==================== comp_weight_loader_flat
Figure 1. Register map, names as in the netlist (comp_weight_loader_flat).
Scale bar: 20 um.
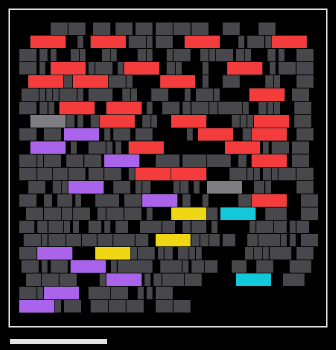

## src/rtl/comp_weight_loader_if.sv

```systemverilog
// Bus bundle between the compensation-weight loader, its compensation memory and the CPE columns.
// The loader takes the slave modport; the environment (sequencer, memory, CPEs) takes master.
interface comp_weight_loader_if #(
    parameter int unsigned COLS   = 8,
    parameter int unsigned ADDR_W = 10
);
    logic                 start;
    logic                 abort;
    logic [ADDR_W-1:0]    tile_base;
    logic                 mem_rd_en;
    logic [ADDR_W-1:0]    mem_rd_addr;
    logic [3*COLS-1:0]    mem_rd_data;
    logic [3*COLS-1:0]    cw_out;
    logic                 cw_valid;
    logic                 busy;
    logic                 done;

    modport slave (
        input  start, abort, tile_base, mem_rd_data,
        output mem_rd_en, mem_rd_addr, cw_out, cw_valid, busy, done
    );

    modport master (
        output start, abort, tile_base, mem_rd_data,
        input  mem_rd_en, mem_rd_addr, cw_out, cw_valid, busy, done
    );
endinterface

```

## src/rtl/comp_weight_loader.sv

```systemverilog
// Compensation-weight preload: reads one tile last-row-first from memory and shifts it into
// the CPE columns as a gap-free burst of ROWS valid beats, then pulses done.
module comp_weight_loader #(
    parameter int unsigned ROWS   = 8,
    parameter int unsigned COLS   = 8,
    parameter int unsigned ADDR_W = 10
) (
    input logic                 clk,
    input logic                 rst,
    comp_weight_loader_if.slave bus
);
    localparam int unsigned     CntW   = (ROWS > 1) ? $clog2(ROWS) : 1;
    localparam logic [CntW-1:0] CntTop = CntW'(ROWS - 1);

    localparam logic [1:0] StIdle  = 2'd0;
    localparam logic [1:0] StFetch = 2'd1;
    localparam logic [1:0] StDrain = 2'd2;
    localparam logic [1:0] StDone  = 2'd3;

    logic [1:0]        state_q, state_d;
    logic [CntW-1:0]   cnt_q, cnt_d;
    logic [ADDR_W-1:0] base_q, base_d;
    logic              rd_vld_q;
    logic              cw_valid_q;
    logic [3*COLS-1:0] cw_q;
    logic              rd_en;

    assign rd_en = (state_q == StFetch);

    always_comb begin
        state_d = state_q;
        cnt_d   = cnt_q;
        base_d  = base_q;
        if (state_q != StIdle && bus.abort) begin
            state_d = StIdle;
        end else begin
            case (state_q)
                StIdle: begin
                    if (bus.start && !bus.abort) begin
                        state_d = StFetch;
                        base_d  = bus.tile_base;
                        cnt_d   = CntTop;
                    end
                end
                StFetch: begin
                    if (cnt_q == '0) begin
                        state_d = StDrain;
                    end else begin
                        cnt_d = cnt_q - CntW'(1);
                    end
                end
                // Leave once the last read's data has been registered onto cw_out.
                StDrain: begin
                    if (!rd_vld_q) begin
                        state_d = StDone;
                    end
                end
                StDone:  state_d = StIdle;
                default: state_d = StIdle;
            endcase
        end
    end

    always_ff @(posedge clk) begin
        if (rst) begin
            state_q    <= StIdle;
            cnt_q      <= '0;
            base_q     <= '0;
            rd_vld_q   <= 1'b0;
            cw_valid_q <= 1'b0;
            cw_q       <= '0;
        end else begin
            state_q    <= state_d;
            cnt_q      <= cnt_d;
            base_q     <= base_d;
            // Abort discards whatever read data is still in the pipe.
            rd_vld_q   <= rd_en && !bus.abort;
            cw_valid_q <= rd_vld_q && !bus.abort;
            if (rd_vld_q && !bus.abort) begin
                cw_q <= bus.mem_rd_data;
            end
        end
    end

    assign bus.mem_rd_en   = rd_en;
    assign bus.mem_rd_addr = base_q + ADDR_W'(cnt_q);
    assign bus.cw_out      = cw_q;
    assign bus.cw_valid    = cw_valid_q;
    assign bus.busy        = (state_q != StIdle);
    assign bus.done        = (state_q == StDone);
endmodule

```

## src/flat_wrapper.sv

```systemverilog
// flat-port wrapper written by rule: the top's interface ports become plain ports
module comp_weight_loader_flat 
#(
    parameter int unsigned ROWS   = 8,
    parameter int unsigned COLS   = 8,
    parameter int unsigned ADDR_W = 10
)
  (clk, rst, bus_start, bus_abort, bus_tile_base, bus_mem_rd_data, bus_mem_rd_en, bus_mem_rd_addr, bus_cw_out, bus_cw_valid, bus_busy, bus_done);
  comp_weight_loader_if #(.COLS(COLS), .ADDR_W(ADDR_W)) bus_i ();
  input logic clk;
  input logic rst;
  input wire logic [$bits(bus_i.start)-1:0] bus_start;
  input wire logic [$bits(bus_i.abort)-1:0] bus_abort;
  input wire logic [$bits(bus_i.tile_base)-1:0] bus_tile_base;
  input wire logic [$bits(bus_i.mem_rd_data)-1:0] bus_mem_rd_data;
  output wire logic [$bits(bus_i.mem_rd_en)-1:0] bus_mem_rd_en;
  output wire logic [$bits(bus_i.mem_rd_addr)-1:0] bus_mem_rd_addr;
  output wire logic [$bits(bus_i.cw_out)-1:0] bus_cw_out;
  output wire logic [$bits(bus_i.cw_valid)-1:0] bus_cw_valid;
  output wire logic [$bits(bus_i.busy)-1:0] bus_busy;
  output wire logic [$bits(bus_i.done)-1:0] bus_done;
  assign bus_i.start = bus_start;
  assign bus_i.abort = bus_abort;
  assign bus_i.tile_base = bus_tile_base;
  assign bus_i.mem_rd_data = bus_mem_rd_data;
  assign bus_mem_rd_en = bus_i.mem_rd_en;
  assign bus_mem_rd_addr = bus_i.mem_rd_addr;
  assign bus_cw_out = bus_i.cw_out;
  assign bus_cw_valid = bus_i.cw_valid;
  assign bus_busy = bus_i.busy;
  assign bus_done = bus_i.done;
  comp_weight_loader #(.ROWS(ROWS), .COLS(COLS), .ADDR_W(ADDR_W)) u_core (.clk(clk), .rst(rst), .bus(bus_i));
endmodule
```

## config.mk

```make
export PLATFORM = sky130hd
export DESIGN_NAME = comp_weight_loader_flat
export DESIGN_NICKNAME = d
export VERILOG_FILES = /design/src/rtl/comp_weight_loader_if.sv /design/src/rtl/comp_weight_loader.sv /design/src/flat_wrapper.sv
export SDC_FILE = /design/constraint.sdc
export NUM_CORES = 1
export LEC_CHECK = 0
export ABC_CLOCK_PERIOD_IN_PS = 5700
export CORE_MARGIN = 1.5
export CORE_UTILIZATION = 47
export CTS_BUF_LIST = sky130_fd_sc_hd__clkbuf_8
export CTS_CLUSTER_DIAMETER = 50
export DETAILED_ROUTE_END_ITERATION = 10
export PLACE_DENSITY = 0.87
export SYNTH_ARGS = -nofsm -noshare
export SYNTH_HDL_FRONTEND = slang
export SYNTH_SLANG_ARGS = --single-unit
```

## constraint.sdc

```tcl
create_clock -name clk -period 5.7 [get_ports clk]
set_input_delay 1.71 -clock clk [delete_from_list [all_inputs] [get_ports clk]]
set_output_delay 1.71 -clock clk [all_outputs]
set_load 0.05 [all_outputs]
```

==================== fp_normalize_round
### src/rtl/fp_normalize_round_pkg.sv
// Shared FPU types: shift-amount and exponent widths, rounding modes,
// packed-result constants and the stage-1 payload carried into rounding.
package fpu_types;

  localparam int SIG_W    = 55;
  localparam int EXPO_D_W = 11;
  localparam int EXPO_S_W = 8;

  typedef logic [5:0]          fp_shift_amt_t;
  typedef logic [EXPO_D_W-1:0] fp_expo_d_t;
  typedef logic [EXPO_S_W-1:0] fp_expo_s_t;

  typedef enum logic [2:0] {
    RM_RNE = 3'd0,
    RM_RTZ = 3'd1,
    RM_RDN = 3'd2,
    RM_RUP = 3'd3,
    RM_RMM = 3'd4
  } rm_e;

  localparam logic [31:0] SP_MAX_FINITE = 32'h7F7F_FFFF;
  localparam logic [31:0] SP_INF        = 32'h7F80_0000;
  localparam logic [63:0] DP_MAX_FINITE = 64'h7FEF_FFFF_FFFF_FFFF;
  localparam logic [63:0] DP_INF        = 64'h7FF0_0000_0000_0000;

  typedef struct packed {
    logic [SIG_W-1:0] sig;
    logic             sticky;
    fp_expo_d_t       expo;
    logic             ovf;
    logic             sign;
    rm_e              rm;
    logic             single;
    logic             special;
    logic [63:0]      special_result;
  } s1_payload_t;

  // Reserved encodings 5-7 behave as round-to-nearest-even.
  function automatic rm_e rm_norm(input logic [2:0] raw);
    if (raw > 3'd4) return RM_RNE;
    return rm_e'(raw);
  endfunction

endpackage

### src/rtl/fp_normalize_round_round.sv
// Combinational rounder: applies the rounding increment to the kept
// significand and resolves carry, subnormal promotion, overflow and flags.
module fp_round
  import fpu_types::*;
(
  input  logic [52:0] keep,
  input  logic        g,
  input  logic        r,
  input  logic        s,
  input  logic        sign,
  input  rm_e         rm,
  input  fp_expo_d_t  expo,
  input  logic        single,
  input  logic        ovf_in,
  output logic [51:0] frac,
  output fp_expo_d_t  expo_out,
  output logic        of,
  output logic        uf,
  output logic        nx,
  output logic        to_inf
);

  logic        grs;
  logic        inc;
  logic [53:0] sum;
  logic        carry;
  logic        hidden;
  logic [11:0] expo_sum;
  logic [11:0] expo_max;

  always_comb begin
    grs = g | r | s;
    case (rm)
      RM_RTZ:  inc = 1'b0;
      RM_RDN:  inc = sign & grs;
      RM_RUP:  inc = ~sign & grs;
      RM_RMM:  inc = g;
      default: inc = g & (r | s | keep[0]);
    endcase

    sum    = {1'b0, keep} + 54'(inc);
    carry  = single ? sum[24] : sum[53];
    hidden = single ? sum[23] : sum[52];
    frac   = single ? {29'b0, sum[22:0]} : sum[51:0];
    if (carry) frac = '0;

    expo_sum = {1'b0, expo} + 12'(carry);
    // A subnormal that rounds up into the hidden bit becomes the minimum normal.
    if (expo == '0 && hidden && !carry) expo_sum = 12'd1;
    expo_max = single ? 12'h0FF : 12'h7FF;

    of       = ovf_in | (expo_sum >= expo_max);
    expo_out = expo_sum[10:0];
    nx       = grs | of;
    uf       = nx & ~of & (expo_sum == 12'd0);
    to_inf   = (rm == RM_RNE) | (rm == RM_RMM) |
               ((rm == RM_RUP) & ~sign) | ((rm == RM_RDN) & sign);
  end

endmodule

### src/rtl/fp_normalize_round.sv
// Two-stage normalize (shift + sticky) and round/pack pipeline sitting
// between FPU prenormalization and the writeback arbiter.
module fp_normalize_round
  import fpu_types::*;
#(
  parameter int FRAC_W  = 52,
  parameter int SHIFT_W = 6
) (
  input  logic                clk,
  input  logic                rst_n,
  input  logic                flush,
  input  logic                in_valid,
  output logic                in_ready,
  input  logic                single,
  input  logic                right_shift,
  input  logic [SHIFT_W-1:0]  shift_amt,
  input  logic [10:0]         expo_d,
  input  logic [7:0]          expo_s,
  input  logic                dp_overflow,
  input  logic                sp_overflow,
  input  logic                sign,
  input  logic [2:0]          rm,
  input  logic [FRAC_W+2:0]   sig,
  input  logic                sticky,
  input  logic                special,
  input  logic [63:0]         special_result,
  output logic                out_valid,
  input  logic                out_ready,
  output logic [63:0]         result,
  output logic [4:0]          fflags
);

  logic        s1_valid_q, s1_valid_d;
  logic        s2_valid_q, s2_valid_d;
  s1_payload_t s1_q, s1_d, s1_in;
  logic [63:0] result_q, result_d;
  logic [4:0]  fflags_q, fflags_d;

  logic              s1_adv;
  logic              accept;
  logic [FRAC_W+2:0] ones;
  logic [FRAC_W+2:0] sh_sig;
  logic              lost;

  assign s1_adv   = s1_valid_q & (~s2_valid_q | out_ready);
  assign in_ready = ~s1_valid_q | s1_adv;
  assign accept   = in_valid & in_ready & ~flush;

  // Oversized right shifts clear the whole mask, so every bit lands in sticky.
  always_comb begin
    ones = '1;
    if (right_shift) begin
      sh_sig = sig >> shift_amt;
      lost   = |(sig & ~(ones << shift_amt));
    end else begin
      sh_sig = sig << shift_amt;
      lost   = 1'b0;
    end

    s1_in.sig            = sh_sig;
    s1_in.sticky         = sticky | lost;
    s1_in.expo           = single ? {3'b000, expo_s} : expo_d;
    s1_in.ovf            = single ? sp_overflow : dp_overflow;
    s1_in.sign           = sign;
    s1_in.rm             = rm_norm(rm);
    s1_in.single         = single;
    s1_in.special        = special;
    s1_in.special_result = special_result;
  end

  logic [52:0] keep;
  logic        rg, rr, rs;
  logic [51:0] rnd_frac;
  fp_expo_d_t  rnd_expo;
  logic        rnd_of, rnd_uf, rnd_nx, rnd_inf;
  logic [63:0] packed_result;

  always_comb begin
    if (s1_q.single) begin
      keep = {29'b0, s1_q.sig[54:31]};
      rg   = s1_q.sig[30];
      rr   = s1_q.sig[29];
      rs   = (|s1_q.sig[28:0]) | s1_q.sticky;
    end else begin
      keep = s1_q.sig[54:2];
      rg   = s1_q.sig[1];
      rr   = s1_q.sig[0];
      rs   = s1_q.sticky;
    end
  end

  fp_round u_round (
    .keep     (keep),
    .g        (rg),
    .r        (rr),
    .s        (rs),
    .sign     (s1_q.sign),
    .rm       (s1_q.rm),
    .expo     (s1_q.expo),
    .single   (s1_q.single),
    .ovf_in   (s1_q.ovf),
    .frac     (rnd_frac),
    .expo_out (rnd_expo),
    .of       (rnd_of),
    .uf       (rnd_uf),
    .nx       (rnd_nx),
    .to_inf   (rnd_inf)
  );

  always_comb begin
    if (s1_q.single) begin
      if (rnd_of)
        packed_result = {32'hFFFF_FFFF, s1_q.sign,
                         rnd_inf ? SP_INF[30:0] : SP_MAX_FINITE[30:0]};
      else
        packed_result = {32'hFFFF_FFFF, s1_q.sign, rnd_expo[7:0], rnd_frac[22:0]};
    end else begin
      if (rnd_of)
        packed_result = {s1_q.sign, rnd_inf ? DP_INF[62:0] : DP_MAX_FINITE[62:0]};
      else
        packed_result = {s1_q.sign, rnd_expo, rnd_frac};
    end
  end

  // Flush outranks every advance; payload registers simply hold when not loaded.
  always_comb begin
    s1_d       = accept ? s1_in : s1_q;
    s1_valid_d = s1_valid_q;
    if (flush)       s1_valid_d = 1'b0;
    else if (accept) s1_valid_d = 1'b1;
    else if (s1_adv) s1_valid_d = 1'b0;

    s2_valid_d = s2_valid_q;
    if (flush)          s2_valid_d = 1'b0;
    else if (s1_adv)    s2_valid_d = 1'b1;
    else if (out_ready) s2_valid_d = 1'b0;

    result_d = result_q;
    fflags_d = fflags_q;
    if (s1_adv && !flush) begin
      if (s1_q.special) begin
        result_d = s1_q.special_result;
        fflags_d = '0;
      end else begin
        result_d = packed_result;
        fflags_d = {2'b00, rnd_of, rnd_uf, rnd_nx};
      end
    end
  end

  always_ff @(posedge clk or negedge rst_n) begin
    if (!rst_n) begin
      s1_valid_q <= 1'b0;
      s2_valid_q <= 1'b0;
      s1_q       <= '0;
      result_q   <= '0;
      fflags_q   <= '0;
    end else begin
      s1_valid_q <= s1_valid_d;
      s2_valid_q <= s2_valid_d;
      s1_q       <= s1_d;
      result_q   <= result_d;
      fflags_q   <= fflags_d;
    end
  end

  assign out_valid = s2_valid_q;
  assign result    = result_q;
  assign fflags    = fflags_q;

endmodule
### config.mk
export PLATFORM = sky130hd
export DESIGN_NAME = fp_normalize_round
export DESIGN_NICKNAME = d
export VERILOG_FILES = /design/src/rtl/fp_normalize_round_pkg.sv /design/src/rtl/fp_normalize_round_round.sv /design/src/rtl/fp_normalize_round.sv
export SDC_FILE = /design/constraint.sdc
export NUM_CORES = 1
export LEC_CHECK = 0
export CAP_MARGIN = 20
export CORE_AREA = 5 5 208 210
export DETAILED_ROUTE_END_ITERATION = 10
export DIE_AREA = 0 0 213 215
export GPL_ROUTABILITY_DRIVEN = 1
export PLACE_DENSITY = 0.66
export SYNTH_ARGS = -nofsm -noshare
export SYNTH_HDL_FRONTEND = slang
export SYNTH_SLANG_ARGS = --single-unit
### constraint.sdc
create_clock -name clk -period 17.4 [get_ports clk]
set_input_delay 1.74 -clock clk [delete_from_list [all_inputs] [get_ports clk]]
set_output_delay 1.74 -clock clk [all_outputs]
set_load 0.02 [all_outputs]
Figure 2. Pin placement (comp_weight_loader_flat).
Scale bar: 20 um. Pins as bars across the die edge, other pins in gray.
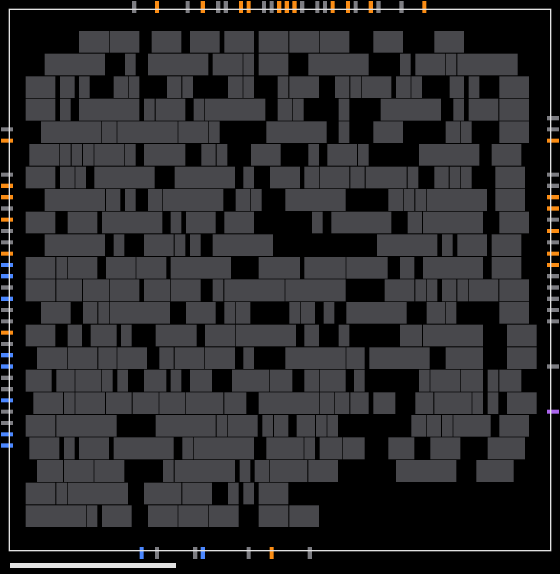
[bus_tile_base] blue | pins: 10 | direction: input | edge: 8 left, 2 bottom
[bus_mem_rd_en] purple | pins: 1 | direction: output | edge: right
[bus_mem_rd_data] orange | pins: 24 | direction: input | edge: 11 top, 6 left, 6 right, 1 bottom
all pins by edge: 27 left, 23 top, 19 right, 7 bottom

Notes on Figure 1 above:
[u_core.bus.cw_out] red | sequential cells: 24
[u_core.state_q] cyan | sequential cells: 2
[u_core.base_q] purple | sequential cells: 10
[u_core.cnt_q] yellow | sequential cells: 3

==> results.json, comp_weight_loader_flat <==
{
  "result_of_the_run": "finished, final reports clean",
  "layout_top_cell_excl_fill_tap": "sky130_fd_sc_hd__clkdlybuf4s50_1",
  "number_of_buffers_added_on_ports": 75,
  "aoi_share": 0.118,
  "gpl.final_weighted_congestion": 0.774,
  "fin_hold_ws_ns": 0.458,
  "final_layout_size_suffix_gt1_frac": 0.0313,
  "power.share.switching": 0.391,
  "most-common-layout-cells": "sky130_fd_sc_hd__clkdlybuf4s50_1, sky130_fd_sc_hd__nand2_1, sky130_fd_sc_hd__dfxtp_1",
  "tool_warnings": 31,
  "syn-num-nets": 264,
  "timing.slew.headroom": 0.374,
  "non_clock_inverter_count": 10,
  "synth-warning-count": 0,
  "share_comb_of_total_power": 0.425,
  "non_clock_buffer_area_share": 0.283,
  "wire_length_of_the_first_global_routing_pass_mm": 6.92
}
-- comp_weight_loader_flat: per-layer routing --
layer / wire, um / vias to the layer above / global-route usage
li1: - / 845 / -
met1: 1830 / 774 / 0.261
met2: 1860 / 54 / 0.334
met3: 359 / 5 / 0.0712
met4: 31 / 0 / 0.0469
met5: 0 / - / 0
-- comp_weight_loader_flat: state kept, by name (all words and copies together), names as in the netlist --
register and flops:
u_core.state_q 2, u_core.bus.cw_out 24, u_core.base_q 10, u_core.rd_vld_q 1, u_core.bus.cw_valid 1, u_core.cnt_q 3
Figure 3. Register map, names as in the netlist (fp_normalize_round).
Scale bar: 50 um.
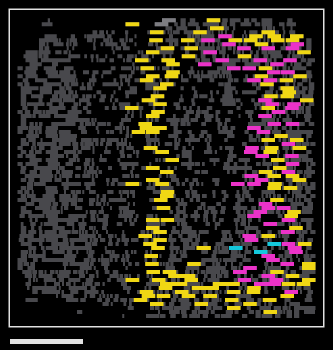
[s1_q] yellow | sequential cells: 138
[fflags] cyan | sequential cells: 3
[result] magenta | sequential cells: 64 | where: a vertical strip on the right

Figure 4. Pin placement (fp_normalize_round).
Scale bar: 50 um. Pins as bars across the die edge, other pins in gray.
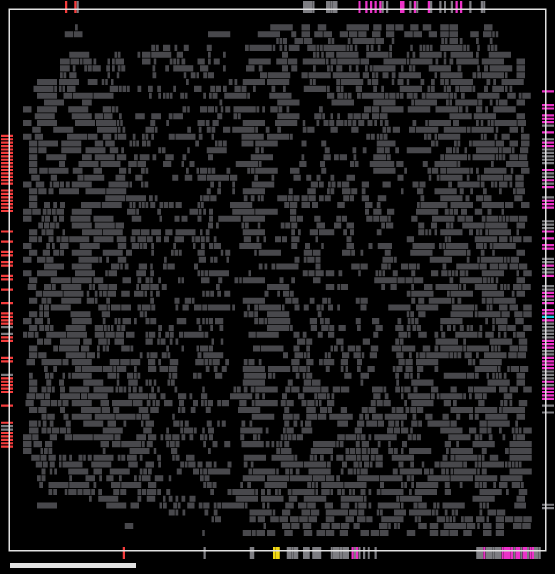
[result] magenta | pins: 64 | direction: output | edge: 39 right, 14 bottom, 11 top
[rm] yellow | pins: 3 | direction: input | edge: bottom
[sig] red | pins: 55 | direction: input | edge: 52 left, 2 top, 1 bottom
[special] cyan | pins: 1 | direction: input | edge: right

==> results.json, fp_normalize_round <==
{
  "asyncSetResetFlopFracSynth": 1.00,
  "detail_route.iter0.violations": 1980,
  "critical_path.max_stage_delay_ns": 0.80,
  "hold_path_depth": 2,
  "sequential_fraction_of_the_synthesis_area": 0.285,
  "clkLatencyLatePin_ns": 0.52,
  "clockBufferDepth": 3,
  "tap-cell-count": 539,
  "power.share.switching": 0.383,
  "count_of_clock_net_buffers_in_the_final_layout": 30,
  "cts_root_buf": "sky130_fd_sc_hd__clkbuf_16",
  "result_of_the_run": "finished, final reports clean",
  "post_cts_resize_count": 0,
  "drc": 0,
  "synth.largest_area_cell": "sky130_fd_sc_hd__dfrtp_1",
  "nFlopsAndLatches": 207
}
-- fp_normalize_round: metrics by stage --
stage	instances	hold slack (ns)	util
after floorplan	2184	0.438	-
after global placement	2781	0.459	0.496
after detailed placement	2781	0.463	0.496
after CTS	2820	0.480	0.515
after global routing	2820	0.497	0.515
final	2820	0.473	0.515
-- fp_normalize_round: registers in the layout (all words and copies together) (netlist names) --
name	cells
fflags	3
out_valid	1
s1_valid_q	1
s1_q	138
result	64
-- fp_normalize_round: routing by layer --
metal,global-route usage,vias to the layer above
met1,0.417,8815
met5,0,-
met2,0.516,952
met3,0.0258,197
li1,-,8195
met4,0.181,0

==> layout pictures side by side <==
Met1 routing.
image #1
Scale bar: 50 um.
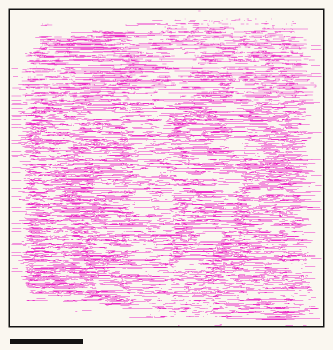
image #2
Scale bar: 20 um.
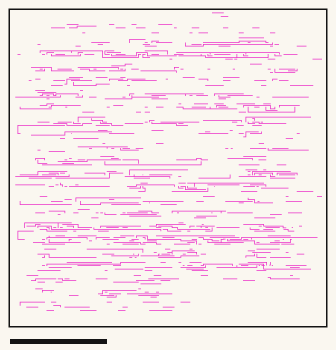
The one with the largest die is image #1.
fp_normalize_round is image #1.
comp_weight_loader_flat is image #2.

Key to image #2:
nets with wire on the layer: 285
longest straight run: 21.2 um


==================== mem_stage_ctrl
## src/rtl/mem_stage_ctrl_pkg.sv

```systemverilog
// Shared M-stage definitions: access FSM encoding, M/WB bubble values and
// the word-alignment helper used by the data-memory controller.
package mem_stage_ctrl_pkg;

    typedef enum logic {
        IDLE = 1'b0,
        WAIT = 1'b1
    } mem_state_e;

    localparam logic       BUBBLE_REG_WR     = 1'b0;
    localparam logic       BUBBLE_MEM_TO_REG = 1'b0;
    localparam logic [1:0] WORD_ALIGN_MASK   = 2'b11;

    function automatic logic is_misaligned(input logic [1:0] addr_lsb);
        return (addr_lsb & WORD_ALIGN_MASK) != 2'b00;
    endfunction

endpackage

```

## src/rtl/mem_stage_ctrl_mem_wb.sv

```systemverilog
// M/WB pipeline register. A bubble clears only the write-enable controls
// and leaves the data fields holding their previous contents.
module mem_wb_register
    import mem_stage_ctrl_pkg::*;
(
    input  logic        CLK,
    input  logic        Resetn,
    input  logic        bubble,
    input  logic        load_data,
    input  logic        RegWr_M,
    input  logic        MemtoReg_M,
    input  logic [4:0]  Rd_M,
    input  logic [31:0] ALUout_M,
    input  logic [31:0] mem_rdata,
    output logic        RegWr_W,
    output logic        MemtoReg_W,
    output logic [4:0]  Rd_W,
    output logic [31:0] ALUout_W,
    output logic [31:0] MemData_W
);

    logic        reg_wr_q,     reg_wr_d;
    logic        mem_to_reg_q, mem_to_reg_d;
    logic [4:0]  rd_q,         rd_d;
    logic [31:0] alu_out_q,    alu_out_d;
    logic [31:0] mem_data_q,   mem_data_d;

    always_comb begin
        reg_wr_d     = reg_wr_q;
        mem_to_reg_d = mem_to_reg_q;
        rd_d         = rd_q;
        alu_out_d    = alu_out_q;
        mem_data_d   = mem_data_q;
        if (bubble) begin
            reg_wr_d     = BUBBLE_REG_WR;
            mem_to_reg_d = BUBBLE_MEM_TO_REG;
        end else begin
            reg_wr_d     = RegWr_M;
            mem_to_reg_d = MemtoReg_M;
            rd_d         = Rd_M;
            alu_out_d    = ALUout_M;
            // Load data is captured only when a load completes this cycle.
            if (load_data) begin
                mem_data_d = mem_rdata;
            end
        end
    end

    always_ff @(negedge CLK or negedge Resetn) begin
        if (!Resetn) begin
            reg_wr_q     <= 1'b0;
            mem_to_reg_q <= 1'b0;
            rd_q         <= '0;
            alu_out_q    <= '0;
            mem_data_q   <= '0;
        end else begin
            reg_wr_q     <= reg_wr_d;
            mem_to_reg_q <= mem_to_reg_d;
            rd_q         <= rd_d;
            alu_out_q    <= alu_out_d;
            mem_data_q   <= mem_data_d;
        end
    end

    assign RegWr_W    = reg_wr_q;
    assign MemtoReg_W = mem_to_reg_q;
    assign Rd_W       = rd_q;
    assign ALUout_W   = alu_out_q;
    assign MemData_W  = mem_data_q;

endmodule

```

## src/rtl/mem_stage_ctrl.sv

```systemverilog
// M-stage controller: single-outstanding data-memory access with timeout,
// upstream stall, sticky bus error, PC redirect and the M/WB register.
module mem_stage_ctrl
    import mem_stage_ctrl_pkg::*;
#(
    parameter int unsigned TIMEOUT = 16,
    parameter int unsigned TCW     = 5
) (
    input  logic        CLK,
    input  logic        Resetn,
    input  logic        MemWr_M,
    input  logic        MemtoReg_M,
    input  logic        RegWr_M,
    input  logic        Branch_M,
    input  logic        Zero_M,
    input  logic        Jump_M,
    input  logic [31:0] ALUout_M,
    input  logic [31:0] busB_M,
    input  logic [31:0] Target_M,
    input  logic [4:0]  Rd_M,
    input  logic        mem_ack,
    input  logic [31:0] mem_rdata,
    output logic        mem_req,
    output logic        mem_we,
    output logic [31:0] mem_addr,
    output logic [31:0] mem_wdata,
    output logic        stall_M,
    output logic        PCSrc_M,
    output logic [31:0] PCTarget_M,
    output logic        bus_err,
    output logic        RegWr_W,
    output logic        MemtoReg_W,
    output logic [4:0]  Rd_W,
    output logic [31:0] ALUout_W,
    output logic [31:0] MemData_W
);

    localparam logic [TCW-1:0] TIMEOUT_CNT = TCW'(TIMEOUT);

    mem_state_e     state_q, state_d;
    logic [TCW-1:0] cnt_q,   cnt_d;
    logic           bus_err_q, bus_err_d;

    logic memop;
    logic misal;
    logic in_wait;
    logic timeout;
    logic abort;
    logic load_done;

    assign memop     = MemWr_M | MemtoReg_M;
    assign misal     = memop & is_misaligned(ALUout_M[1:0]);
    assign in_wait   = (state_q == WAIT);
    assign timeout   = in_wait & ~mem_ack & (cnt_q == TIMEOUT_CNT);
    assign abort     = (~in_wait & misal) | timeout;
    assign load_done = MemtoReg_M & mem_req & mem_ack;

    // Address and data come straight from EX/M, which the stall holds steady.
    assign mem_req    = in_wait | (memop & ~misal);
    assign mem_we     = MemWr_M;
    assign mem_addr   = ALUout_M;
    assign mem_wdata  = busB_M;
    assign stall_M    = mem_req & ~mem_ack & ~timeout;
    assign PCSrc_M    = ~stall_M & (Jump_M | (Branch_M & Zero_M));
    assign PCTarget_M = Target_M;
    assign bus_err    = bus_err_q;

    always_comb begin
        state_d   = state_q;
        cnt_d     = cnt_q;
        bus_err_d = bus_err_q | abort;
        case (state_q)
            IDLE: begin
                if (memop & ~misal & ~mem_ack) begin
                    state_d = WAIT;
                    cnt_d   = TCW'(1);
                end
            end
            WAIT: begin
                if (mem_ack | timeout) begin
                    state_d = IDLE;
                    cnt_d   = '0;
                end else begin
                    cnt_d = cnt_q + TCW'(1);
                end
            end
        endcase
    end

    always_ff @(negedge CLK or negedge Resetn) begin
        if (!Resetn) begin
            state_q   <= IDLE;
            cnt_q     <= '0;
            bus_err_q <= 1'b0;
        end else begin
            state_q   <= state_d;
            cnt_q     <= cnt_d;
            bus_err_q <= bus_err_d;
        end
    end

    mem_wb_register u_mem_wb (
        .CLK        (CLK),
        .Resetn     (Resetn),
        .bubble     (stall_M | abort),
        .load_data  (load_done),
        .RegWr_M    (RegWr_M),
        .MemtoReg_M (MemtoReg_M),
        .Rd_M       (Rd_M),
        .ALUout_M   (ALUout_M),
        .mem_rdata  (mem_rdata),
        .RegWr_W    (RegWr_W),
        .MemtoReg_W (MemtoReg_W),
        .Rd_W       (Rd_W),
        .ALUout_W   (ALUout_W),
        .MemData_W  (MemData_W)
    );

endmodule

```

## config.mk

```make
export PLATFORM = sky130hd
export DESIGN_NAME = mem_stage_ctrl
export DESIGN_NICKNAME = d
export VERILOG_FILES = /design/src/rtl/mem_stage_ctrl_pkg.sv /design/src/rtl/mem_stage_ctrl_mem_wb.sv /design/src/rtl/mem_stage_ctrl.sv
export SDC_FILE = /design/constraint.sdc
export NUM_CORES = 1
export LEC_CHECK = 0
export CAP_MARGIN = 20
export CORE_ASPECT_RATIO = 2
export CORE_MARGIN = 5
export CORE_UTILIZATION = 30
export CTS_CLUSTER_SIZE = 40
export DETAILED_ROUTE_END_ITERATION = 16
export DONT_BUFFER_PORTS = 1
export PLACE_DENSITY = 0.46
export SLEW_MARGIN = 40
export SYNTH_ARGS = -nofsm -noshare
export SYNTH_HDL_FRONTEND = slang
export SYNTH_SLANG_ARGS = --single-unit
```

## constraint.sdc

```tcl
create_clock -name CLK -period 4.6 [get_ports CLK]
set_clock_uncertainty 0.15 [all_clocks]
set_input_delay 0.69 -clock CLK [delete_from_list [all_inputs] [get_ports CLK]]
set_output_delay 0.69 -clock CLK [all_outputs]
set_load 0.03 [all_outputs]
```

==================== alu_muldiv
## src/rtl/alu_muldiv_pkg.sv

```systemverilog
// Shared EX-stage definitions: ALU and mul/div op encodings,
// mul/div FSM state encoding and default datapath width.
package alu_muldiv_pkg;

    localparam int MD_WIDTH = 32;

    // ALU op encodings (combinational ALU beside the mul/div unit)
    localparam logic [3:0] ALU_ADD = 4'd0;
    localparam logic [3:0] ALU_SUB = 4'd1;
    localparam logic [3:0] ALU_AND = 4'd2;
    localparam logic [3:0] ALU_OR  = 4'd3;
    localparam logic [3:0] ALU_XOR = 4'd4;
    localparam logic [3:0] ALU_NOR = 4'd5;
    localparam logic [3:0] ALU_SLL = 4'd6;
    localparam logic [3:0] ALU_SRL = 4'd7;
    localparam logic [3:0] ALU_SRA = 4'd8;
    localparam logic [3:0] ALU_SLT = 4'd9;

    // mul/div op encodings
    localparam logic [1:0] MD_MULT  = 2'b00;
    localparam logic [1:0] MD_MULTU = 2'b01;
    localparam logic [1:0] MD_DIV   = 2'b10;
    localparam logic [1:0] MD_DIVU  = 2'b11;

    // mul/div FSM states
    localparam logic [1:0] S_IDLE = 2'd0;
    localparam logic [1:0] S_CALC = 2'd1;
    localparam logic [1:0] S_FIX  = 2'd2;

    // Per-operation context captured at launch
    typedef struct packed {
        logic is_div;
        logic sa;
        logic sb;
    } md_ctx_t;

    function automatic logic md_is_signed(input logic [1:0] op);
        return (op == MD_MULT) || (op == MD_DIV);
    endfunction

    function automatic logic md_is_div(input logic [1:0] op);
        return (op == MD_DIV) || (op == MD_DIVU);
    endfunction

endpackage

```

## src/rtl/muldiv_step.sv

```systemverilog
// One combinational mul/div iteration on the {upper, lower} accumulator.
// Ports: acc (current), opnd (multiplicand/divisor), is_div, acc_next.
module muldiv_step #(
    parameter int WIDTH = 32
) (
    input  logic [2*WIDTH:0]  acc,
    input  logic [WIDTH-1:0]  opnd,
    input  logic              is_div,
    output logic [2*WIDTH:0]  acc_next
);

    logic [WIDTH:0]   sum;
    logic [2*WIDTH:0] sh;
    logic [WIDTH+1:0] diff;

    always_comb begin
        sum      = '0;
        sh       = '0;
        diff     = '0;
        acc_next = acc;
        if (is_div) begin
            // Restoring divide: shift left, trial-subtract divisor
            // from the partial remainder, keep it if no borrow.
            sh   = {acc[2*WIDTH-1:0], 1'b0};
            diff = {1'b0, sh[2*WIDTH:WIDTH]} - {2'b00, opnd};
            if (!diff[WIDTH+1]) begin
                acc_next = {diff[WIDTH:0], sh[WIDTH-1:1], 1'b1};
            end else begin
                acc_next = sh;
            end
        end else begin
            // Shift-add: add multiplicand when the multiplier LSB
            // is set, then shift the whole accumulator right.
            sum = acc[2*WIDTH:WIDTH] + (acc[0] ? {1'b0, opnd} : '0);
            acc_next = {1'b0, sum, acc[WIDTH-1:1]};
        end
    end

endmodule

```

## src/rtl/alu_muldiv.sv

```systemverilog
// Iterative multiply/divide unit owning HI/LO (MULT/MULTU/DIV/DIVU).
// Ports: clk, reset, start/op/A/B launch, abort, wr_hi/wr_lo/wdata, busy, done, HI, LO.
module alu_muldiv
    import alu_muldiv_pkg::*;
#(
    parameter int WIDTH = MD_WIDTH,
    parameter int CNT_W = 6
) (
    input  logic             clk,
    input  logic             reset,
    input  logic             start,
    input  logic [1:0]       op,
    input  logic [WIDTH-1:0] A,
    input  logic [WIDTH-1:0] B,
    input  logic             abort,
    input  logic             wr_hi,
    input  logic             wr_lo,
    input  logic [WIDTH-1:0] wdata,
    output logic             busy,
    output logic             done,
    output logic [WIDTH-1:0] HI,
    output logic [WIDTH-1:0] LO
);

    localparam logic [CNT_W-1:0] LAST = CNT_W'(WIDTH - 1);

    logic [1:0]       state;
    logic [CNT_W-1:0] cnt;
    logic [2*WIDTH:0] acc;
    logic [2*WIDTH:0] acc_next;
    logic [WIDTH-1:0] opnd;
    logic [WIDTH-1:0] raw_a;
    md_ctx_t          ctx;

    logic             sgn;
    logic             neg_a;
    logic             neg_b;
    logic [WIDTH-1:0] mag_a;
    logic [WIDTH-1:0] mag_b;

    logic [2*WIDTH-1:0] prod;
    logic [WIDTH-1:0]   quo;
    logic [WIDTH-1:0]   rem;
    logic [WIDTH-1:0]   res_hi;
    logic [WIDTH-1:0]   res_lo;

    assign busy = (state != S_IDLE);

    // Launch-time operand magnitudes
    always_comb begin
        sgn   = md_is_signed(op);
        neg_a = sgn & A[WIDTH-1];
        neg_b = sgn & B[WIDTH-1];
        mag_a = neg_a ? -A : A;
        mag_b = neg_b ? -B : B;
    end

    muldiv_step #(
        .WIDTH(WIDTH)
    ) u_step (
        .acc     (acc),
        .opnd    (opnd),
        .is_div  (ctx.is_div),
        .acc_next(acc_next)
    );

    // Sign fix-up; divide by zero bypasses the iterative result
    always_comb begin
        prod = acc[2*WIDTH-1:0];
        quo  = acc[WIDTH-1:0];
        rem  = acc[2*WIDTH-1:WIDTH];
        if (ctx.sa ^ ctx.sb) begin
            prod = -prod;
        end
        res_hi = prod[2*WIDTH-1:WIDTH];
        res_lo = prod[WIDTH-1:0];
        if (ctx.is_div) begin
            if (opnd == '0) begin
                res_hi = raw_a;
                res_lo = '1;
            end else begin
                res_hi = ctx.sa ? -rem : rem;
                res_lo = (ctx.sa ^ ctx.sb) ? -quo : quo;
            end
        end
    end

    always_ff @(posedge clk) begin
        if (reset) begin
            state <= S_IDLE;
            cnt   <= '0;
            acc   <= '0;
            opnd  <= '0;
            raw_a <= '0;
            ctx   <= '0;
            done  <= 1'b0;
            HI    <= '0;
            LO    <= '0;
        end else begin
            done <= 1'b0;
            unique case (state)
                S_IDLE: begin
                    if (start) begin
                        acc        <= {{(WIDTH+1){1'b0}}, mag_a};
                        opnd       <= mag_b;
                        raw_a      <= A;
                        ctx.is_div <= md_is_div(op);
                        ctx.sa     <= neg_a;
                        ctx.sb     <= neg_b;
                        cnt        <= '0;
                        state      <= S_CALC;
                    end else begin
                        if (wr_hi) HI <= wdata;
                        if (wr_lo) LO <= wdata;
                    end
                end
                S_CALC: begin
                    if (abort) begin
                        state <= S_IDLE;
                    end else begin
                        acc <= acc_next;
                        cnt <= cnt + CNT_W'(1);
                        if (cnt == LAST) state <= S_FIX;
                    end
                end
                S_FIX: begin
                    state <= S_IDLE;
                    if (!abort) begin
                        HI   <= res_hi;
                        LO   <= res_lo;
                        done <= 1'b1;
                    end
                end
                default: begin
                    state <= S_IDLE;
                end
            endcase
        end
    end

endmodule

```

## config.mk

```make
export PLATFORM = sky130hd
export DESIGN_NAME = alu_muldiv
export DESIGN_NICKNAME = d
export VERILOG_FILES = /design/src/rtl/alu_muldiv_pkg.sv /design/src/rtl/muldiv_step.sv /design/src/rtl/alu_muldiv.sv
export SDC_FILE = /design/constraint.sdc
export NUM_CORES = 1
export LEC_CHECK = 0
export CORE_MARGIN = 2
export CORE_UTILIZATION = 60
export DETAILED_ROUTE_END_ITERATION = 16
export PLACE_DENSITY = 0.84
export SLEW_MARGIN = 5
export SYNTH_ARGS = -nofsm -noshare
export SYNTH_HDL_FRONTEND = slang
export SYNTH_SLANG_ARGS = --single-unit
```

## constraint.sdc

```tcl
create_clock -name clk -period 6.4 [get_ports clk]
set_input_delay 1.28 -clock clk [delete_from_list [all_inputs] [get_ports clk]]
set_output_delay 1.28 -clock clk [all_outputs]
set_load 0.005 [all_outputs]
```

==================== booth_mult_r4_flat
--- src/rtl/booth_mult_r4_if.sv ---
// Start/valid handshake bundle for the radix-4 Booth multiplier.
// The requester drives operands and start; the multiplier returns the product and status.
interface booth_mult_r4_if #(
    parameter int WIDTH = 32
) ();
    logic                 start;
    logic                 signed_mode;
    logic [WIDTH-1:0]     x;
    logic [WIDTH-1:0]     y;
    logic [2*WIDTH-1:0]   result;
    logic                 valid;
    logic                 busy;

    modport master (
        output start, signed_mode, x, y,
        input  result, valid, busy
    );

    modport slave (
        input  start, signed_mode, x, y,
        output result, valid, busy
    );
endinterface

--- src/rtl/booth_mult_r4.sv ---
// Iterative radix-4 Booth multiplier: one recoded digit per clock, WIDTH/2+1 clocks per product.
// state    | meaning
// S_IDLE   | waiting for start, busy=0, operands may be latched
// S_RUN    | one Booth step per clock, busy=1
module booth_mult_r4 #(
    parameter int WIDTH = 32
) (
    input logic           clk_i,
    input logic           reset_i,
    booth_mult_r4_if.slave bus
);
    localparam int N_STEPS = WIDTH / 2 + 1;
    localparam int EW      = WIDTH + 2;
    localparam int AW      = WIDTH + 4;
    localparam int CW      = $clog2(N_STEPS + 1);

    typedef enum logic {
        S_IDLE = 1'b0,
        S_RUN  = 1'b1
    } state_t;

    state_t             state_q, state_d;
    logic [AW-1:0]      p_q, p_d;
    logic [EW-1:0]      m_q, m_d;
    logic [EW-1:0]      y_q, y_d;
    logic               mlsb_q, mlsb_d;
    logic [CW-1:0]      cnt_q, cnt_d;
    logic [2*WIDTH-1:0] result_q, result_d;
    logic               valid_q, valid_d;
    logic               busy;
    logic               last_step;

    logic [EW-1:0]      x_ext, y_ext_in;
    logic [AW-1:0]      y_wide, addend, sum;
    logic [AW-1:0]      p_step;
    logic [EW-1:0]      m_step;

    assign last_step = (cnt_q == CW'(N_STEPS - 1));

    // Two extra bits make unsigned operands exact under signed recoding.
    assign x_ext    = bus.signed_mode ? {{2{bus.x[WIDTH-1]}}, bus.x} : {2'b00, bus.x};
    assign y_ext_in = bus.signed_mode ? {{2{bus.y[WIDTH-1]}}, bus.y} : {2'b00, bus.y};

    always_ff @(posedge clk_i) begin
        if (reset_i) begin
            state_q <= S_IDLE;
        end else begin
            state_q <= state_d;
        end
    end

    always_comb begin
        state_d = state_q;
        case (state_q)
            S_IDLE: if (bus.start) state_d = S_RUN;
            S_RUN:  if (last_step) state_d = S_IDLE;
            default: state_d = S_IDLE;
        endcase
    end

    always_comb begin
        busy = (state_q == S_RUN);
    end

    // Radix-4 digit from {m[1], m[0], m[-1]}; upper part is two bits wider than 2Y needs.
    always_comb begin
        y_wide = {{2{y_q[EW-1]}}, y_q};
        case ({m_q[1:0], mlsb_q})
            3'b001, 3'b010: addend = y_wide;
            3'b011:         addend = y_wide << 1;
            3'b100:         addend = -(y_wide << 1);
            3'b101, 3'b110: addend = -y_wide;
            default:        addend = '0;
        endcase
        sum    = p_q + addend;
        p_step = {{2{sum[AW-1]}}, sum[AW-1:2]};
        m_step = {sum[1:0], m_q[EW-1:2]};
    end

    always_comb begin
        p_d      = p_q;
        m_d      = m_q;
        y_d      = y_q;
        mlsb_d   = mlsb_q;
        cnt_d    = cnt_q;
        result_d = result_q;
        valid_d  = 1'b0;
        case (state_q)
            S_IDLE: begin
                if (bus.start) begin
                    p_d    = '0;
                    m_d    = x_ext;
                    y_d    = y_ext_in;
                    mlsb_d = 1'b0;
                    cnt_d  = '0;
                end
            end
            S_RUN: begin
                p_d    = p_step;
                m_d    = m_step;
                mlsb_d = m_q[1];
                cnt_d  = cnt_q + CW'(1);
                if (last_step) begin
                    result_d = {p_step[WIDTH-3:0], m_step};
                    valid_d  = 1'b1;
                end
            end
            default: ;
        endcase
    end

    always_ff @(posedge clk_i) begin
        if (reset_i) begin
            p_q      <= '0;
            m_q      <= '0;
            y_q      <= '0;
            mlsb_q   <= 1'b0;
            cnt_q    <= '0;
            result_q <= '0;
            valid_q  <= 1'b0;
        end else begin
            p_q      <= p_d;
            m_q      <= m_d;
            y_q      <= y_d;
            mlsb_q   <= mlsb_d;
            cnt_q    <= cnt_d;
            result_q <= result_d;
            valid_q  <= valid_d;
        end
    end

    assign bus.result = result_q;
    assign bus.valid  = valid_q;
    assign bus.busy   = busy;
endmodule

--- src/flat_wrapper.sv ---
// flat-port wrapper written by rule: the top's interface ports become plain ports
module booth_mult_r4_flat 
#(
    parameter int WIDTH = 32
)
  (clk_i, reset_i, bus_start, bus_signed_mode, bus_x, bus_y, bus_result, bus_valid, bus_busy);
  booth_mult_r4_if #(.WIDTH(WIDTH)) bus_i ();
  input logic clk_i;
  input logic reset_i;
  input wire logic [$bits(bus_i.start)-1:0] bus_start;
  input wire logic [$bits(bus_i.signed_mode)-1:0] bus_signed_mode;
  input wire logic [$bits(bus_i.x)-1:0] bus_x;
  input wire logic [$bits(bus_i.y)-1:0] bus_y;
  output wire logic [$bits(bus_i.result)-1:0] bus_result;
  output wire logic [$bits(bus_i.valid)-1:0] bus_valid;
  output wire logic [$bits(bus_i.busy)-1:0] bus_busy;
  assign bus_i.start = bus_start;
  assign bus_i.signed_mode = bus_signed_mode;
  assign bus_i.x = bus_x;
  assign bus_i.y = bus_y;
  assign bus_result = bus_i.result;
  assign bus_valid = bus_i.valid;
  assign bus_busy = bus_i.busy;
  booth_mult_r4 #(.WIDTH(WIDTH)) u_core (.clk_i(clk_i), .reset_i(reset_i), .bus(bus_i));
endmodule
--- config.mk ---
export PLATFORM = sky130hd
export DESIGN_NAME = booth_mult_r4_flat
export DESIGN_NICKNAME = d
export VERILOG_FILES = /design/src/rtl/booth_mult_r4_if.sv /design/src/rtl/booth_mult_r4.sv /design/src/flat_wrapper.sv
export SDC_FILE = /design/constraint.sdc
export NUM_CORES = 1
export LEC_CHECK = 0
export CAP_MARGIN = 25
export CORE_ASPECT_RATIO = 1.5
export CORE_MARGIN = 4
export CORE_UTILIZATION = 47
export CTS_BUF_LIST = sky130_fd_sc_hd__clkbuf_16
export CTS_CLUSTER_SIZE = 8
export DETAILED_ROUTE_END_ITERATION = 6
export PLACE_DENSITY = 0.7
export SLEW_MARGIN = 15
export SYNTH_ARGS = -nofsm -noshare
export SYNTH_HDL_FRONTEND = slang
export SYNTH_SLANG_ARGS = --single-unit
--- constraint.sdc ---
create_clock -name clk_i -period 10.9 [get_ports clk_i]
set_input_delay 2.18 -clock clk_i [delete_from_list [all_inputs] [get_ports clk_i]]
set_output_delay 2.18 -clock clk_i [all_outputs]
set_load 0.01 [all_outputs]
Figure 5. Clock nets (booth_mult_r4_flat).
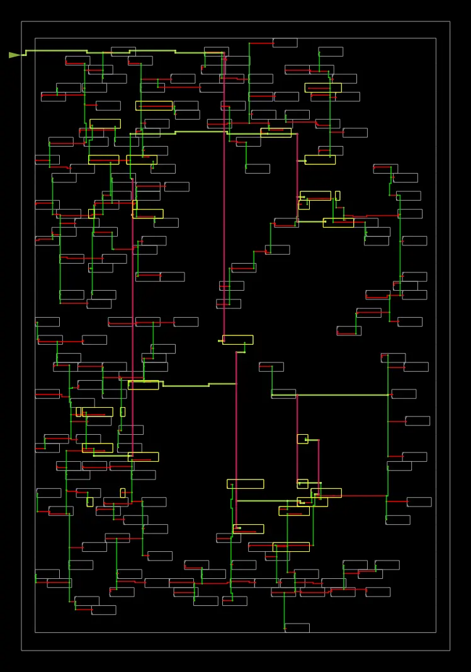
clock sink count: 173
count of flip-flops and latches: 173
count of clock-net buffers in the final layout: 17
power of the clock network: 636 uW
number of buffers created by CTS: 17

==> results.json, booth_mult_r4_flat <==
{
  "result_of_the_run": "finished, final reports clean",
  "buffers_excl_clock": 148,
  "met3_wirelength_mm": 1.55,
  "timing.setup.tns_ns": 0,
  "place.detailed.instances": 1713,
  "critical_path.max_stage_delay_ns": 0.79,
  "dr.pass1.iters": 5,
  "tritoncts": "done",
  "final_critical_path_setup_slack_ns": 5.12,
  "wire_length_of_the_first_global_routing_pass_mm": 48.9,
  "synth-warning-count": 0,
  "m1WireLength_mm": 11.6,
  "syn-instance-count": 1400,
  "largest_cell_class": "combinational gates",
  "wl_met2_mm": 15.8,
  "detail_route.iter0.violations": 629,
  "htreeDepth": 4,
  "final_setup_fails": 0,
  "most-common-layout-cells": "sky130_fd_sc_hd__nand2_1, sky130_fd_sc_hd__a21oi_1, sky130_fd_sc_hd__dfxtp_1",
  "vias_per_cell": 5.81,
  "worstSetupPathType": "register to register",
  "simple_gate_share": 0.245,
  "cts_hold_buffers": 0
}
booth_mult_r4_flat: final timing paths:
check,start,endpoint,cells after the start
max,u_core.m_q[0]$_SDFFE_PP0P_,u_core.bus.result[62]$_SDFFE_PP0P_,16
min,u_core.bus.result[40]$_SDFFE_PP0P_,u_core.bus.result[40]$_SDFFE_PP0P_,2
max reg2reg,u_core.m_q[0]$_SDFFE_PP0P_,u_core.bus.result[62]$_SDFFE_PP0P_,16
min reg2reg,u_core.bus.result[40]$_SDFFE_PP0P_,u_core.bus.result[40]$_SDFFE_PP0P_,2
Figure 6. Clock nets (alu_muldiv).
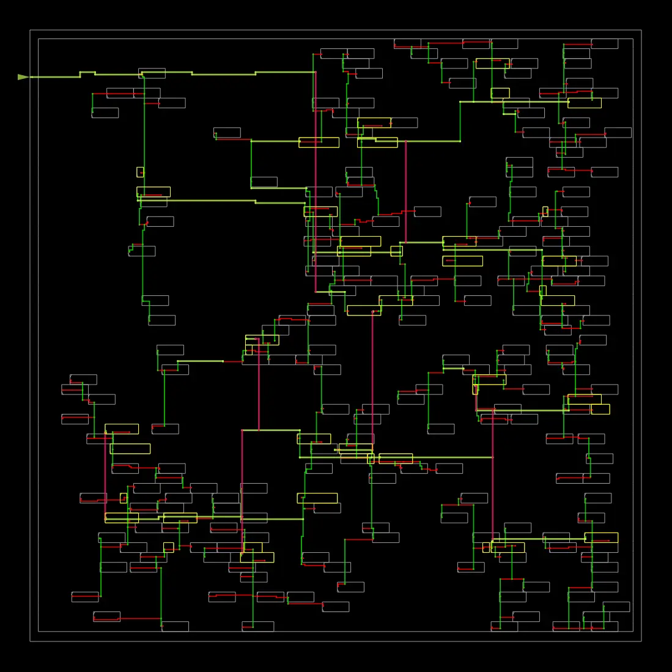
count of clock-net buffers in the final layout: 28
Clk Latency, worst-skew pair: 0.52 ns
power of the clock network: 1.50 mW

==> results.json, alu_muldiv <==
{
  "result_of_the_run": "finished, final reports clean",
  "flip_flop_count_of_the_largest_register_after_layout": 65,
  "post-synth-top-area-fraction": 0.253,
  "fraction_of_the_mapped_netlist_area_in_adder_cells": 0.0557,
  "area_taken_by_multi_input_logic_gates_um2": 11200,
  "grt_overflow": 0,
  "layout_top_cell_excl_fill_tap": "sky130_fd_sc_hd__nor2_1",
  "gpl.final_weighted_congestion": 0.983,
  "drc": 0,
  "cts_inserted_buffers": 23,
  "clockBufferDepth": 3,
  "netlist-cell-type-count": 79,
  "final_critical_path_setup_slack_ns": 2.13,
  "global_route.usage.total": 0.395,
  "vdd.ir_drop.worst_mv": 0.201,
  "critical_path.reg2reg.endpoint": "acc[40]$_SDFFE_PP0P_",
  "yosysCellCount": 2225,
  "rsz0062_at_grt": "false",
  "fmax_ghz": 0.234,
  "area_growth_pct": 15.0,
  "synthesis.area_per_instance_um2": 7.28,
  "critical_path.max_stage_delay_ns": 0.62,
  "timing.rr.start": "acc[41]$_SDFFE_PP0P_",
  "power.share.switching": 0.314,
  "die.size.x_um": 168,
  "cellPowerDensity_nw_per_um2": 207,
  "timing.setup.tns_ns": 0,
  "post_cts_buffers": 0,
  "path_cells": "ha_1, a21oi_1, o211ai_1, a221oi_1, o41ai_1, a21oi_1, o21a_2, buf_4, mux2_2, mux2i_1, a211oi_1",
  "cts_num_sinks": 205
}
[alu_muldiv: layout make-up]
class | count | area share
clock buffers | 28 | 0.0335
diodes | 1 | 0.000134
clock inverters | 14 | 0.0122
well taps | 341 | 0.0229
repair buffers | 189 | 0.0987
flip-flops and latches | 205 | 0.220
inverters | 61 | 0.0123
multi-input cells | 1773 | 0.600
[alu_muldiv: power groups by stage]
stage	clock (mW)	combinational [mW]	sequential, mW
after floorplan	0	0.603	1.42
after global placement	0	0.866	1.47
after detailed placement	0	0.882	1.48
after CTS	1.50	0.889	1.45
after global routing	1.55	0.987	1.46
final	1.50	0.911	1.45
Figure 7. Clock nets (mem_stage_ctrl).
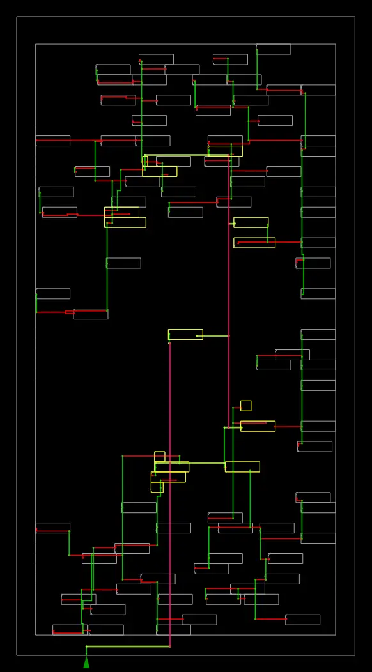
count of clock-net buffers in the final layout: 10
power of the clock network: 756 uW
clock sink count: 78
count of flip-flops and latches: 78
Clk Latency, worst-skew pair: 0.33 ns

==> results.json, mem_stage_ctrl <==
{
  "result_of_the_run": "finished, violations left",
  "failed_checks": "negative setup slack",
  "tritoncts": "done",
  "largest_cell_class": "registers",
  "detail_route.wl_per_cell_um": 23.7,
  "area_taken_by_multi_input_logic_gates_um2": 1140,
  "gpl.final_weighted_congestion": 0.656,
  "yosysCellCount": 289,
  "fp.dieH_um": 171,
  "xor_share": 0.00227,
  "dpl_cell_area_um2": 3360,
  "final_critical_path_setup_slack_ns": -0.192,
  "comb_share": 0.308,
  "startpoint": "cnt_q[0]$_DFFE_NN0P_",
  "post_cts_resize_count": 3,
  "grt_max_degree": 79,
  "final_setup_fails": 2,
  "non_clock_buffer_area_share": 0.0286,
  "die_area_um2": 15400,
  "detail_route.iter0.violations": 55,
  "cts_hold_buffers": 0,
  "most_common_cell": "sky130_fd_sc_hd__buf_4",
  "hold_path_depth": 1
}
[mem_stage_ctrl: per-layer routing]
layer | up-vias | part of all wire | global-route usage
met3 | 60 | 0.070 | 0.0295
met2 | 102 | 0.58 | 0.199
li1 | 711 | - | -
met4 | 0 | 0.075 | 0.102
met1 | 882 | 0.28 | 0.0879
met5 | - | 0 | 0
[mem_stage_ctrl: critical path, delay by kind of cell, from the launching register on]
family | cells | cell delay, ns
DFF | 1 | 0.42
adders and majority gates | 1 | 0.15
buffers and inverters | 2 | 0.19
and+or+nand+nor | 2 | 0.39
AOI/OAI and AO/OA | 1 | 0.17

==> layout pictures side by side <==
Register map, names as in the netlist.
shot_01.png
Scale bar: 50 um.
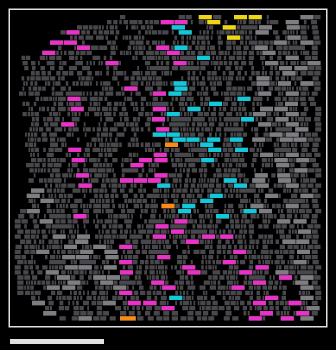
shot_02.png
Scale bar: 20 um.
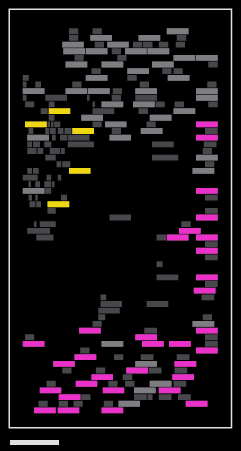
shot_03.png
Scale bar: 50 um.
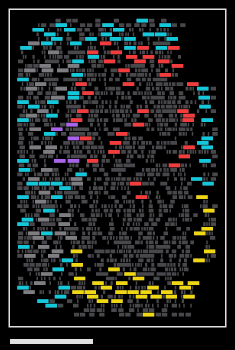
The one with the fewest sequential cells is shot_02.png.
The one with the most cells is shot_01.png.
| from | picture |
|---|---|
| alu_muldiv | shot_01.png |
| mem_stage_ctrl | shot_02.png |
| booth_mult_r4_flat | shot_03.png |



==> gallery <==
Pin placement.
picture 1
Scale bar: 50 um. Pins as bars across the die edge, other pins in gray.
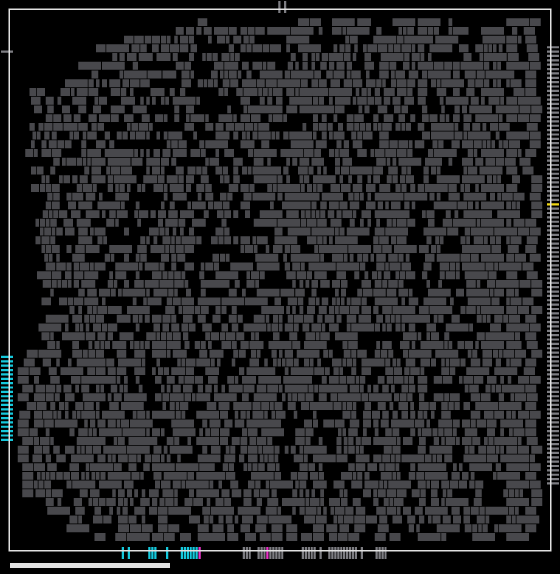
picture 2
Scale bar: 50 um. Pins as bars across the die edge, other pins in gray.
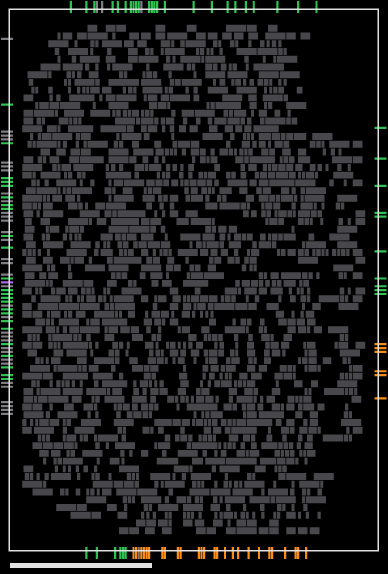
picture 3
Scale bar: 20 um. Pins as bars across the die edge, other pins in gray.
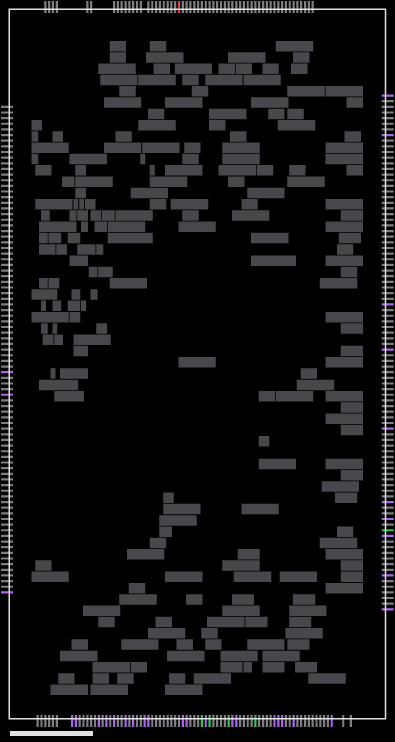
- picture 2 = booth_mult_r4_flat
- picture 3 = mem_stage_ctrl
- picture 1 = alu_muldiv

Key to picture 1:
[wr_hi] yellow | pins: 1 | direction: input | edge: right
[op] magenta | pins: 2 | direction: input | edge: bottom
[B] cyan | pins: 32 | direction: input | edge: 20 left, 12 bottom
all pins by edge: 101 right, 46 bottom, 21 left, 2 top

No activity file was given, so power comes from the tool's default toggle rates.
